=== design 1 ===
==> design_1/congestion.png <==
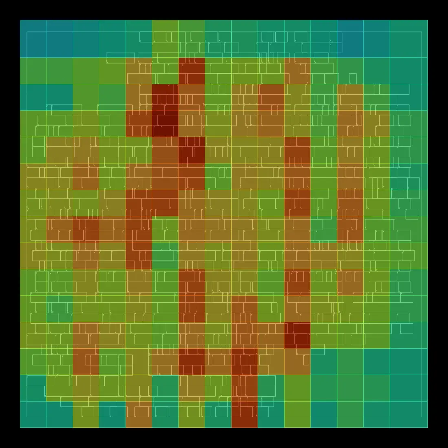

[src/rtl/seg_s2p_rx.sv]
// Serial-to-parallel display receiver: rebuilds WIDTH-bit frames MSB-first from an async s_clk/s_data/s_en link.
// p_valid rises 3 clk edges after the raw s_clk rise of the last bit; no backpressure, frames are never stalled.
module seg_s2p_rx #(
  parameter int WIDTH = 64,
  parameter int CNT_W = 7
) (
  input  logic             clk,
  input  logic             rst,
  input  logic             s_clk,
  input  logic             s_data,
  input  logic             s_en,
  output logic [WIDTH-1:0] p_out,
  output logic             p_valid,
  output logic             frame_err,
  output logic             busy,
  output logic [CNT_W-1:0] bit_cnt
);

  typedef enum logic [1:0] {
    IDLE  = 2'd0,
    SHIFT = 2'd1,
    HOLD  = 2'd2
  } state_t;

  state_t           r_state;
  logic [1:0]       r_clk_sync;
  logic [1:0]       r_dat_sync;
  logic [1:0]       r_en_sync;
  logic             r_clk_d3;
  logic [WIDTH-1:0] r_shreg;
  logic [WIDTH-1:0] r_p_out;
  logic             r_p_valid;
  logic             r_frame_err;
  logic [CNT_W-1:0] r_bit_cnt;

  logic             w_rise;
  logic             w_bit;
  logic             w_en;
  logic             w_last;
  logic [WIDTH-1:0] w_next;

  assign w_rise = r_clk_sync[1] & ~r_clk_d3;
  assign w_bit  = r_dat_sync[1];
  assign w_en   = r_en_sync[1];
  assign w_last = (r_bit_cnt == CNT_W'(WIDTH - 1));
  assign w_next = {r_shreg[WIDTH-2:0], w_bit};

  always_ff @(posedge clk) begin
    if (rst) begin
      r_state     <= IDLE;
      r_clk_sync  <= 2'b00;
      r_dat_sync  <= 2'b00;
      r_en_sync   <= 2'b00;
      r_clk_d3    <= 1'b0;
      r_shreg     <= '0;
      r_p_out     <= '0;
      r_p_valid   <= 1'b0;
      r_frame_err <= 1'b0;
      r_bit_cnt   <= '0;
    end else begin
      r_clk_sync  <= {r_clk_sync[0], s_clk};
      r_dat_sync  <= {r_dat_sync[0], s_data};
      r_en_sync   <= {r_en_sync[0], s_en};
      r_clk_d3    <= r_clk_sync[1];
      r_p_valid   <= 1'b0;
      r_frame_err <= 1'b0;
      case (r_state)
        IDLE: begin
          // A rise coincident with frame start is bit 0; WIDTH>=2 so it is never the last bit.
          if (w_en) begin
            r_state <= SHIFT;
            if (w_rise) begin
              r_shreg   <= w_next;
              r_bit_cnt <= CNT_W'(1);
            end else begin
              r_bit_cnt <= '0;
            end
          end
        end
        SHIFT: begin
          // Enable drop takes priority over a same-cycle rise: the bit is dropped with the frame.
          if (!w_en) begin
            r_state     <= IDLE;
            r_frame_err <= 1'b1;
            r_shreg     <= '0;
            r_bit_cnt   <= '0;
          end else if (w_rise) begin
            r_shreg <= w_next;
            if (w_last) begin
              r_p_out   <= w_next;
              r_p_valid <= 1'b1;
              r_bit_cnt <= CNT_W'(WIDTH);
              r_state   <= HOLD;
            end else begin
              r_bit_cnt <= r_bit_cnt + CNT_W'(1);
            end
          end
        end
        HOLD: begin
          if (!w_en) r_state <= IDLE;
        end
        default: r_state <= IDLE;
      endcase
    end
  end

  assign p_out     = r_p_out;
  assign p_valid   = r_p_valid;
  assign frame_err = r_frame_err;
  assign busy      = (r_state != IDLE);
  assign bit_cnt   = r_bit_cnt;

endmodule

[config.mk]
export PLATFORM = sky130hd
export DESIGN_NAME = seg_s2p_rx
export DESIGN_NICKNAME = d
export VERILOG_FILES = /design/src/rtl/seg_s2p_rx.sv
export SDC_FILE = /design/constraint.sdc
export NUM_CORES = 1
export LEC_CHECK = 0
export CORE_MARGIN = 1.5
export CORE_UTILIZATION = 48
export DETAILED_ROUTE_END_ITERATION = 6
export HOLD_SLACK_MARGIN = 0.03
export MAX_ROUTING_LAYER = met4
export PLACE_DENSITY = 0.75
export SETUP_SLACK_MARGIN = 0.02
export SLEW_MARGIN = 10
export SYNTH_ARGS = -nofsm -noshare
export SYNTH_HDL_FRONTEND = slang
export SYNTH_SLANG_ARGS = --single-unit
export TNS_END_PERCENT = 30
[constraint.sdc]
create_clock -name clk -period 1.7 [get_ports clk]
set_input_delay 0.34 -clock clk [delete_from_list [all_inputs] [get_ports clk]]
set_output_delay 0.34 -clock clk [all_outputs]
set_load 0.005 [all_outputs]
=== design 2 ===
===== src/rtl/btn_conditioner.sv =====
// btn_conditioner
//   Multi-channel push-button conditioner. Each channel:
//     - synchronizes its raw level through two flops,
//     - debounces it (a level change is accepted after DB_CYCLES stable cycles),
//     - emits one-cycle press / release pulses on accepted edges,
//     - optionally (REPEAT_MASK[i]) emits auto-repeat pulses while held:
//       the first one HOLD_CYCLES after the press, then every REPEAT_CYCLES.
//   Ports:
//     clk          system clock, all state on the rising edge
//     rst          synchronous active-high reset
//     btn_raw      [N_BTN] asynchronous raw levels, 1 = pressed
//     btn_level    [N_BTN] debounced level
//     btn_press    [N_BTN] one-cycle pulse on accepted 0->1
//     btn_release  [N_BTN] one-cycle pulse on accepted 1->0
//     btn_repeat   [N_BTN] one-cycle auto-repeat pulse while held
//   All outputs come straight from flops.

// One conditioner channel.
//   clk, rst   clock / synchronous active-high reset
//   raw        asynchronous raw button level
//   level      debounced level
//   press/rel  one-cycle pulses on accepted 0->1 / 1->0
//   rpt        one-cycle auto-repeat pulse (tied 0 when REPEAT_EN = 0)
module btn_chan #(
    parameter int DB_CYCLES     = 65536,
    parameter int HOLD_CYCLES   = 50000000,
    parameter int REPEAT_CYCLES = 10000000,
    parameter bit REPEAT_EN     = 1'b0
) (
    input  logic clk,
    input  logic rst,
    input  logic raw,
    output logic level,
    output logic press,
    output logic rel,
    output logic rpt
);
    localparam int               DBW    = $clog2(DB_CYCLES);
    localparam logic [DBW-1:0]   DB_MAX = DBW'(DB_CYCLES - 1);

    typedef enum logic [1:0] {
        IDLE,
        WAIT_FIRST,
        REPEATING
    } rpt_state_e;

    logic           s1_q, s1_d;
    logic           s2_q, s2_d;
    logic [DBW-1:0] cnt_q, cnt_d;
    logic           level_q, level_d;
    logic           press_q, press_d;
    logic           rel_q, rel_d;

    // Debounce: count consecutive cycles where the synchronized value
    // disagrees with the accepted level; any agreement restarts the count.
    always_comb begin
        s1_d    = raw;
        s2_d    = s1_q;
        cnt_d   = '0;
        level_d = level_q;
        press_d = 1'b0;
        rel_d   = 1'b0;
        if (s2_q != level_q) begin
            if (cnt_q == DB_MAX) begin
                level_d = ~level_q;
                press_d = ~level_q;
                rel_d   = level_q;
            end else begin
                cnt_d = cnt_q + 1'b1;
            end
        end
    end

    always_ff @(posedge clk) begin
        if (rst) begin
            s1_q    <= 1'b0;
            s2_q    <= 1'b0;
            cnt_q   <= '0;
            level_q <= 1'b0;
            press_q <= 1'b0;
            rel_q   <= 1'b0;
        end else begin
            s1_q    <= s1_d;
            s2_q    <= s2_d;
            cnt_q   <= cnt_d;
            level_q <= level_d;
            press_q <= press_d;
            rel_q   <= rel_d;
        end
    end

    assign level = level_q;
    assign press = press_q;
    assign rel   = rel_q;

    if (REPEAT_EN) begin : g_rpt
        localparam int             SPAN     = (HOLD_CYCLES > REPEAT_CYCLES) ? HOLD_CYCLES
                                                                            : REPEAT_CYCLES;
        localparam int             RW       = $clog2(SPAN);
        localparam logic [RW-1:0]  HOLD_MAX = RW'(HOLD_CYCLES - 1);
        localparam logic [RW-1:0]  REP_MAX  = RW'(REPEAT_CYCLES - 1);

        rpt_state_e    state_q, state_d;
        logic [RW-1:0] rcnt_q, rcnt_d;
        logic          rpt_q, rpt_d;

        // The counter is zero on the press edge, so it reads k at edge P+k;
        // firing when it holds HOLD_MAX puts the first pulse at P+HOLD_CYCLES.
        // Reloading to zero on every pulse keeps it below its span.
        always_comb begin
            state_d = state_q;
            rcnt_d  = rcnt_q;
            rpt_d   = 1'b0;
            case (state_q)
                IDLE: begin
                    rcnt_d = '0;
                    if (press_d) state_d = WAIT_FIRST;
                end
                WAIT_FIRST: begin
                    if (rel_d) begin
                        // release on the firing edge suppresses the pulse
                        state_d = IDLE;
                        rcnt_d  = '0;
                    end else if (rcnt_q == HOLD_MAX) begin
                        rpt_d   = 1'b1;
                        rcnt_d  = '0;
                        state_d = REPEATING;
                    end else begin
                        rcnt_d = rcnt_q + 1'b1;
                    end
                end
                REPEATING: begin
                    if (rel_d) begin
                        state_d = IDLE;
                        rcnt_d  = '0;
                    end else if (rcnt_q == REP_MAX) begin
                        rpt_d  = 1'b1;
                        rcnt_d = '0;
                    end else begin
                        rcnt_d = rcnt_q + 1'b1;
                    end
                end
                default: begin
                    state_d = IDLE;
                    rcnt_d  = '0;
                end
            endcase
        end

        always_ff @(posedge clk) begin
            if (rst) begin
                state_q <= IDLE;
                rcnt_q  <= '0;
                rpt_q   <= 1'b0;
            end else begin
                state_q <= state_d;
                rcnt_q  <= rcnt_d;
                rpt_q   <= rpt_d;
            end
        end

        assign rpt = rpt_q;
    end else begin : g_no_rpt
        assign rpt = 1'b0;
    end
endmodule

module btn_conditioner #(
    parameter int               N_BTN         = 4,
    parameter int               DB_CYCLES     = 65536,
    parameter int               HOLD_CYCLES   = 50000000,
    parameter int               REPEAT_CYCLES = 10000000,
    parameter logic [N_BTN-1:0] REPEAT_MASK   = '0
) (
    input  logic             clk,
    input  logic             rst,
    input  logic [N_BTN-1:0] btn_raw,
    output logic [N_BTN-1:0] btn_level,
    output logic [N_BTN-1:0] btn_press,
    output logic [N_BTN-1:0] btn_release,
    output logic [N_BTN-1:0] btn_repeat
);
    for (genvar i = 0; i < N_BTN; i++) begin : g_chan
        btn_chan #(
            .DB_CYCLES    (DB_CYCLES),
            .HOLD_CYCLES  (HOLD_CYCLES),
            .REPEAT_CYCLES(REPEAT_CYCLES),
            .REPEAT_EN    (REPEAT_MASK[i])
        ) u_chan (
            .clk  (clk),
            .rst  (rst),
            .raw  (btn_raw[i]),
            .level(btn_level[i]),
            .press(btn_press[i]),
            .rel  (btn_release[i]),
            .rpt  (btn_repeat[i])
        );
    end
endmodule


===== config.mk =====
export PLATFORM = sky130hd
export DESIGN_NAME = btn_conditioner
export DESIGN_NICKNAME = d
export VERILOG_FILES = /design/src/rtl/btn_conditioner.sv
export SDC_FILE = /design/constraint.sdc
export NUM_CORES = 1
export LEC_CHECK = 0
export CAP_MARGIN = 0
export CORE_MARGIN = 2
export CORE_UTILIZATION = 58
export DETAILED_ROUTE_END_ITERATION = 8
export PLACE_DENSITY_LB_ADDON = 0.15
export REMOVE_ABC_BUFFERS = 1
export SLEW_MARGIN = 20
export SYNTH_ARGS = -nofsm -noshare
export SYNTH_HDL_FRONTEND = slang
export SYNTH_SLANG_ARGS = --single-unit

===== constraint.sdc =====
create_clock -name clk -period 2.6 [get_ports clk]
set_input_delay 0.52 -clock clk [delete_from_list [all_inputs] [get_ports clk]]
set_output_delay 0.52 -clock clk [all_outputs]
set_load 0.1 [all_outputs]

==> design_1/placement_by_type.png <==
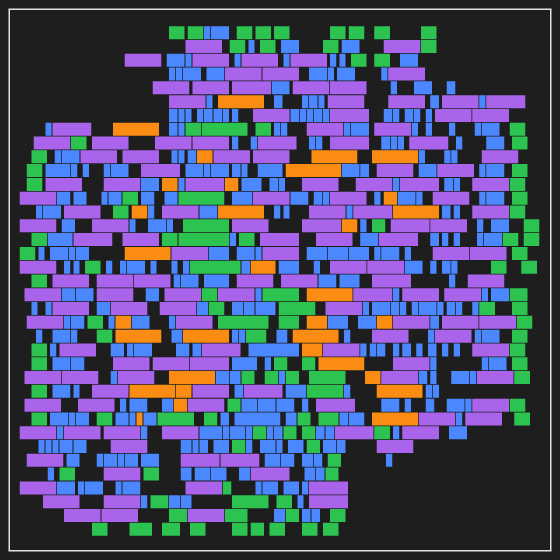
green -> other buffers and delay cells  # cells 110, share of their area 17%
orange -> clock drivers and dummy loads  # cells 32, share of their area 8.4%
purple -> flops  # cells 145, share of their area 44%
blue -> combinational and other logic  # cells 341, share of their area 31%
Util after Layout: 66.53%
Design Area, Final: 0.006899 mm2
core area: 0.01037 mm2

## Picture notes: design_1/congestion.png
met3 usage: 6.070%
most crowded layer after global routing: met2
drt wl/cell: 15.64 um

==> impl_metrics.yaml, design 1 <==
# physical design summary
final_timing:
  fin_ws_ps: -145.4
  maxSlewViolCount: 0
  setup_violations: 45
outcome:
  violations: "setup timing"
  status: "complete, but fails checks"
power:
  power_leader: "the clock network"
  pwr-share-comb_pct: 2.0
  powerComb_mw: 0.141
  p_int_mw: 5.448
  p_clk_mw: 3.53
logic_synthesis:
  ys_sh_simple_pct: 16.26
  ys_ff: 145
  postSynthAreaPerCell_um2: 9.807
  synth_cell_types: 38
  yosys_cells: 524
  syn_area_mm2: 0.005139
  synthCells: 524
  synth.most_common_cell: "dfxtp_1"
  ys_seq_share_pct: 56.49
detailed_routing:
  met2_wirelength_um: 6085
setup_path:
  crit_required_ps: 2090
  reg2reg_depth: 7
  critPathMaxFanout: 10
global_route:
  grt.total_usage_pct: 21.58
  grt_pass1_wl_um: 18750
  met2_usage_pct: 36.64
  grt_pass1_vias: 3903
clock_tree:
  tritoncts: "built"
  clk_path_buf_depth: 2
cells_and_area:
  seq-cell-share_pct: 42.58
  lay_top_cells: "117 x dfxtp_1, 97 x nor2_1, 70 x dlygate4sd2_1"
  seq_cells: 145
  instances_no_fill: 764
job:
  tool_warnings: 29
==> design_2/metal_density.png <==
Bar = 20 um. 16 x 16 tiles, from dark blue (low) to red (high), scaled to the fullest tile. Values are wire area over tile area, all layers added.
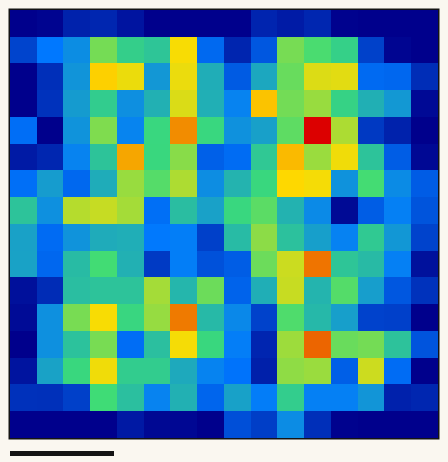
densest ninth of the die = centre
fullest tile = 0.39
nearly empty tiles = 13%
tiles over half the peak = 23%

==> design_2/cell_density.png <==
Bar = 20 um. 8 x 8 tiles, from dark blue (low) to red (high), 0 to 100% covered.
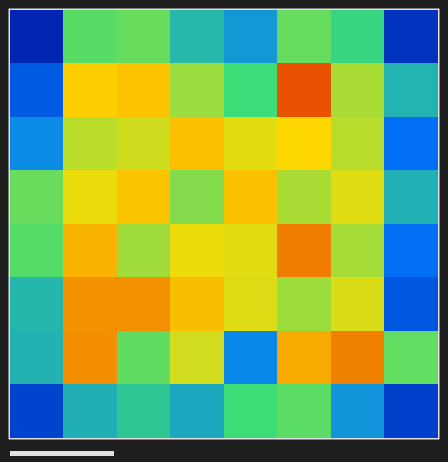
fullest tile = 91%
tiles over 75% full = 23%
mean over tiles = 56%
densest ninth of the die = centre
core area: 0.005886 mm2
Util after Layout: 65.43%

==> impl_metrics.yaml, design 2 <==
# physical design summary
outcome:
  status: "completed"
clock_tree:
  clock-sinks: 84
  cts_resized: 0
global_route:
  grt_max_degree: 16
  met3_usage_pct: 5.385
  antenna_found_initial: 0
cells_and_area:
  largest_reg_flops: 64
  nonClkBufAreaFrac_pct: 3.834
  logic_gate_count: 268
  final-seq-area_mm2: 0.001682
  syn_to_final_growth_pct: 9.226
  fin_area_mm2: 0.003851
  sh_comb_area_pct: 41.94
  largest_class: "sequential cells"
  clk_share_pct: 6.465
  instances_no_fill: 478
  lay_top_cells: "86 x nor2_1, 84 x dfxtp_1, 48 x xnor2_1"
  fill_cells: 505
min_path:
  min_from: "g_chan[2].u_chan.s1_q"
  hold_path_depth: 1
final_timing:
  period_used_pct: 79.08
  min_period_ps: 2056
  setup_violations: 0
  slew_headroom_pct: 61.81
  fin_setup_tns_ps: 0
logic_synthesis:
  common_cells: "86 x nor2_1, 84 x dfxtp_1, 48 x xnor2_1"
  synth-async-reset-ratio_pct: 0
  ys_ff: 84
  adder_share_pct: 1.419
  ff_type: "dfxtp_1"
  synth.most_common_cell: "nor2_1"
setup_path:
  reg2reg_depth: 5
  slowest_delay_ps: 570
  crit_required_ps: 2840
  end_kind: "register"
  crit_end: "g_chan[1].u_chan.cnt_q[12]"
detailed_routing:
  met1_length_um: 2731
  met2_wirelength_um: 2346
  drt_pass1_iterations: 4
power:
  p_int_mw: 1.972
  powerDensity_mw_per_mm2: 644.6
job:
  tool_warnings: 25
  max-cap-violations: 0
placement:
  dp_cells: 462

=== design 3 ===
==> design_3/sizes.png <==
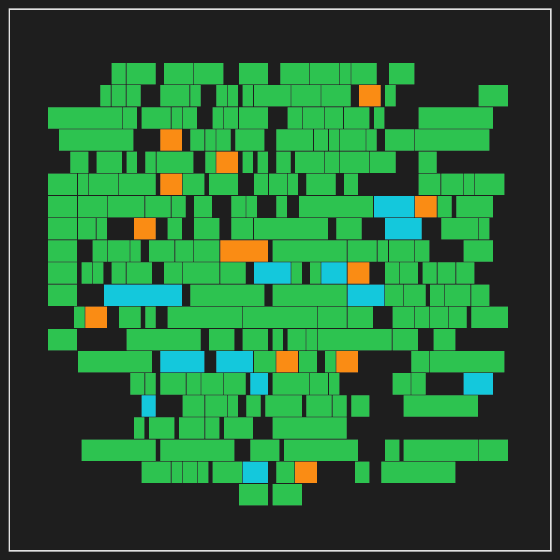
$ cat src/rtl/aibcr3_dcc_dly_ctrl_if.sv
// Port bundle between the DCC detector/firmware side and the delay-line controller.
// pd_up/pd_dn are level inputs the controller samples only in its SAMPLE cycle; nothing here is a valid/ready pair.
interface aibcr3_dcc_dly_ctrl_if #(
    parameter int NCELL = 16,
    parameter int CW    = 5
);
    logic             en;
    logic             pd_up;
    logic             pd_dn;
    logic             ovr_en;
    logic [CW-1:0]    ovr_code;
    logic [NCELL-1:0] bk;
    logic [CW-1:0]    code;
    logic             lock;
    logic             busy;
    logic             at_min;
    logic             at_max;
    logic [1:0]       state_dbg;

    modport master (
        output en, pd_up, pd_dn, ovr_en, ovr_code,
        input  bk, code, lock, busy, at_min, at_max, state_dbg
    );

    modport slave (
        input  en, pd_up, pd_dn, ovr_en, ovr_code,
        output bk, code, lock, busy, at_min, at_max, state_dbg
    );
endinterface

$ cat src/rtl/aibcr3_dcc_dly_ctrl.sv
// Closed-loop DCC delay-line controller: steps a saturating thermometer code from detector
// up/down decisions with a settle wait per step, and flags lock once the loop dithers.
module aibcr3_dcc_dly_ctrl #(
    parameter int NCELL      = 16,
    parameter int CW         = 5,
    parameter int INIT_CODE  = 8,
    parameter int SETTLE_CYC = 8,
    parameter int LOCK_REV   = 3
) (
    input  logic                  clk,
    input  logic                  reset,
    aibcr3_dcc_dly_ctrl_if.slave  bus
);

    typedef enum logic [1:0] {
        ST_IDLE   = 2'd0,
        ST_SETTLE = 2'd1,
        ST_SAMPLE = 2'd2
    } state_t;

    typedef enum logic [1:0] {
        DIR_NONE = 2'd0,
        DIR_UP   = 2'd1,
        DIR_DN   = 2'd2
    } dir_t;

    localparam logic [CW-1:0] MAX_CODE    = CW'(NCELL);
    localparam logic [CW-1:0] RESET_CODE  = CW'(INIT_CODE);
    localparam logic [7:0]    SETTLE_LOAD = 8'(SETTLE_CYC - 1);
    localparam logic [3:0]    LOCK_THRESH = 4'(LOCK_REV);

    state_t        state_q, state_d;
    logic [CW-1:0] code_q, code_d;
    logic [7:0]    cnt_q, cnt_d;
    logic [3:0]    rev_q, rev_d;
    dir_t          last_q, last_d;
    logic          lock_q, lock_d;
    logic          busy_q, busy_d;

    dir_t          req_dir;
    logic          railed;

    always_comb begin
        state_d = state_q;
        code_d  = code_q;
        cnt_d   = cnt_q;
        rev_d   = rev_q;
        last_d  = last_q;
        lock_d  = lock_q;
        railed  = 1'b0;

        req_dir = DIR_NONE;
        if (bus.pd_up && !bus.pd_dn) begin
            req_dir = DIR_UP;
        end else if (bus.pd_dn && !bus.pd_up) begin
            req_dir = DIR_DN;
        end

        if (bus.ovr_en) begin
            code_d  = (bus.ovr_code > MAX_CODE) ? MAX_CODE : bus.ovr_code;
            state_d = ST_IDLE;
            cnt_d   = 8'd0;
            rev_d   = 4'd0;
            last_d  = DIR_NONE;
            lock_d  = 1'b0;
        end else if (!bus.en) begin
            state_d = ST_IDLE;
            cnt_d   = 8'd0;
            rev_d   = 4'd0;
            last_d  = DIR_NONE;
            lock_d  = 1'b0;
        end else begin
            case (state_q)
                ST_IDLE: begin
                    state_d = ST_SETTLE;
                    cnt_d   = SETTLE_LOAD;
                end
                ST_SETTLE: begin
                    if (cnt_q == 8'd0) begin
                        state_d = ST_SAMPLE;
                    end else begin
                        cnt_d = cnt_q - 8'd1;
                    end
                end
                ST_SAMPLE: begin
                    state_d = ST_SETTLE;
                    cnt_d   = SETTLE_LOAD;
                    if (req_dir != DIR_NONE) begin
                        // A blocked step at a rail breaks the dither exactly like a repeat.
                        railed = ((req_dir == DIR_UP) && (code_q == MAX_CODE)) ||
                                 ((req_dir == DIR_DN) && (code_q == '0));
                        if (!railed) begin
                            code_d = (req_dir == DIR_UP) ? (code_q + CW'(1)) : (code_q - CW'(1));
                        end
                        if (railed || (req_dir == last_q)) begin
                            rev_d  = 4'd0;
                            lock_d = 1'b0;
                        end else if (last_q != DIR_NONE) begin
                            rev_d = (rev_q == 4'd15) ? 4'd15 : (rev_q + 4'd1);
                            if (rev_d >= LOCK_THRESH) begin
                                lock_d = 1'b1;
                            end
                        end
                        last_d = req_dir;
                    end
                end
                default: begin
                    state_d = ST_IDLE;
                    cnt_d   = 8'd0;
                end
            endcase
        end

        busy_d = (state_d != ST_IDLE);
    end

    always_ff @(posedge clk or posedge reset) begin
        if (reset) begin
            state_q <= ST_IDLE;
            code_q  <= RESET_CODE;
            cnt_q   <= 8'd0;
            rev_q   <= 4'd0;
            last_q  <= DIR_NONE;
            lock_q  <= 1'b0;
            busy_q  <= 1'b0;
        end else begin
            state_q <= state_d;
            code_q  <= code_d;
            cnt_q   <= cnt_d;
            rev_q   <= rev_d;
            last_q  <= last_d;
            lock_q  <= lock_d;
            busy_q  <= busy_d;
        end
    end

    // Thermometer decode straight off the code register so bk tracks code with no added latency.
    always_comb begin
        bus.bk = '0;
        for (int i = 0; i < NCELL; i++) begin
            bus.bk[i] = (code_q > CW'(i));
        end
    end

    assign bus.code      = code_q;
    assign bus.lock      = lock_q;
    assign bus.busy      = busy_q;
    assign bus.at_min    = (code_q == '0);
    assign bus.at_max    = (code_q == MAX_CODE);
    assign bus.state_dbg = state_q;

endmodule
$ cat src/flat_wrapper.sv
// flat-port wrapper written by rule: the top's interface ports become plain ports
module aibcr3_dcc_dly_ctrl_flat 
#(
    parameter int NCELL      = 16,
    parameter int CW         = 5,
    parameter int INIT_CODE  = 8,
    parameter int SETTLE_CYC = 8,
    parameter int LOCK_REV   = 3
)
  (clk, reset, bus_en, bus_pd_up, bus_pd_dn, bus_ovr_en, bus_ovr_code, bus_bk, bus_code, bus_lock, bus_busy, bus_at_min, bus_at_max, bus_state_dbg);
  aibcr3_dcc_dly_ctrl_if #(.NCELL(NCELL), .CW(CW)) bus_i ();
  input  logic clk;
  input  logic reset;
  input wire logic [$bits(bus_i.en)-1:0] bus_en;
  input wire logic [$bits(bus_i.pd_up)-1:0] bus_pd_up;
  input wire logic [$bits(bus_i.pd_dn)-1:0] bus_pd_dn;
  input wire logic [$bits(bus_i.ovr_en)-1:0] bus_ovr_en;
  input wire logic [$bits(bus_i.ovr_code)-1:0] bus_ovr_code;
  output wire logic [$bits(bus_i.bk)-1:0] bus_bk;
  output wire logic [$bits(bus_i.code)-1:0] bus_code;
  output wire logic [$bits(bus_i.lock)-1:0] bus_lock;
  output wire logic [$bits(bus_i.busy)-1:0] bus_busy;
  output wire logic [$bits(bus_i.at_min)-1:0] bus_at_min;
  output wire logic [$bits(bus_i.at_max)-1:0] bus_at_max;
  output wire logic [$bits(bus_i.state_dbg)-1:0] bus_state_dbg;
  assign bus_i.en = bus_en;
  assign bus_i.pd_up = bus_pd_up;
  assign bus_i.pd_dn = bus_pd_dn;
  assign bus_i.ovr_en = bus_ovr_en;
  assign bus_i.ovr_code = bus_ovr_code;
  assign bus_bk = bus_i.bk;
  assign bus_code = bus_i.code;
  assign bus_lock = bus_i.lock;
  assign bus_busy = bus_i.busy;
  assign bus_at_min = bus_i.at_min;
  assign bus_at_max = bus_i.at_max;
  assign bus_state_dbg = bus_i.state_dbg;
  aibcr3_dcc_dly_ctrl #(.NCELL(NCELL), .CW(CW), .INIT_CODE(INIT_CODE), .SETTLE_CYC(SETTLE_CYC), .LOCK_REV(LOCK_REV)) u_core (.clk(clk), .reset(reset), .bus(bus_i));
endmodule
$ cat config.mk
export PLATFORM = sky130hd
export DESIGN_NAME = aibcr3_dcc_dly_ctrl_flat
export DESIGN_NICKNAME = d
export VERILOG_FILES = /design/src/rtl/aibcr3_dcc_dly_ctrl_if.sv /design/src/rtl/aibcr3_dcc_dly_ctrl.sv /design/src/flat_wrapper.sv
export SDC_FILE = /design/constraint.sdc
export NUM_CORES = 1
export LEC_CHECK = 0
export CAP_MARGIN = 20
export CORE_MARGIN = 4
export CORE_UTILIZATION = 50
export DETAILED_ROUTE_END_ITERATION = 12
export PLACE_DENSITY = 0.89
export SLEW_MARGIN = 10
export SYNTH_ARGS = -nofsm -noshare
export SYNTH_HDL_FRONTEND = slang
export SYNTH_SLANG_ARGS = --single-unit
$ cat constraint.sdc
create_clock -name clk -period 2.8 [get_ports clk]
set_input_delay 0.56 -clock clk [delete_from_list [all_inputs] [get_ports clk]]
set_output_delay 0.56 -clock clk [all_outputs]
set_load 0.03 [all_outputs]
==> impl_metrics.yaml <==
# physical design summary
logic_synthesis:
  topCombFamilyByArea: "simple AND/OR/NAND/NOR gates"
  edf_count: 0
  synth-async-reset-ratio_pct: 100.0
  aoi_share_pct: 20.62
  ys_seq_share_pct: 33.95
  yosysTopAreaCell: "dfrtp_1"
  top_cells_by_area: "dfrtp_1 32%, ha_1 7.4%, o21ai_0 4.4%"
  ys_ff: 23
  synthesis.nets: 215
setup_path:
  slowest_delay_ps: 680
  worstPathCellList: "buf_4, ha_1, nor2_1, o21ai_0, nand2_1, clkdlybuf4s50_1"
  critPathTopFamily: "buffers and inverters"
  end_kind: "output port"
  crit_start: "u_core.bus.code[0]"
detailed_routing:
  vias: 1528
  top_layer: "met4"
  via_per_inst: 5.556
  drc_errors: 0
clock_tree:
  insertion_delay_ps: 320
  cts.clk_slew.worst_paths_ps: 130
  clk_path_buf_depth: 2
outcome:
  status: "completed"
die:
  ios: 38
cells_and_area:
  fin_util_pct: 68.06
  seq-cell-share_pct: 26.88
  lay_top_cells: "32 x clkdlybuf4s50_1, 22 x dfrtp_1, 16 x nor2_1"
  nets: 253
  layout_top_cell: "clkdlybuf4s50_1"
power:
  p_sw_share_pct: 37.89
  p_seq_mw: 0.372
  pwr-share-comb_pct: 40.7
  p_clk_mw: 0.159
final_timing:
  rsz0062_at_grt: "no"
  slew_headroom_pct: 63.71
placement:
  dpl_cell_area_mm2: 0.002121
  globalplace.congestion: 0.7936
global_route:
  top_usage_layer: "met2"
## Picture notes: design_3/sizes.png
green -> _0 and _1 cells  # cells 207, most used clkdlybuf4s50_1
cyan -> _2 cells  # cells 12, most used nor3b_2
orange -> _3 and _4 cells  # cells 12, most used buf_4
Signal buffers: 45
final worst slack: 117.2 ps


Power is estimated from default activity; no workload was simulated.
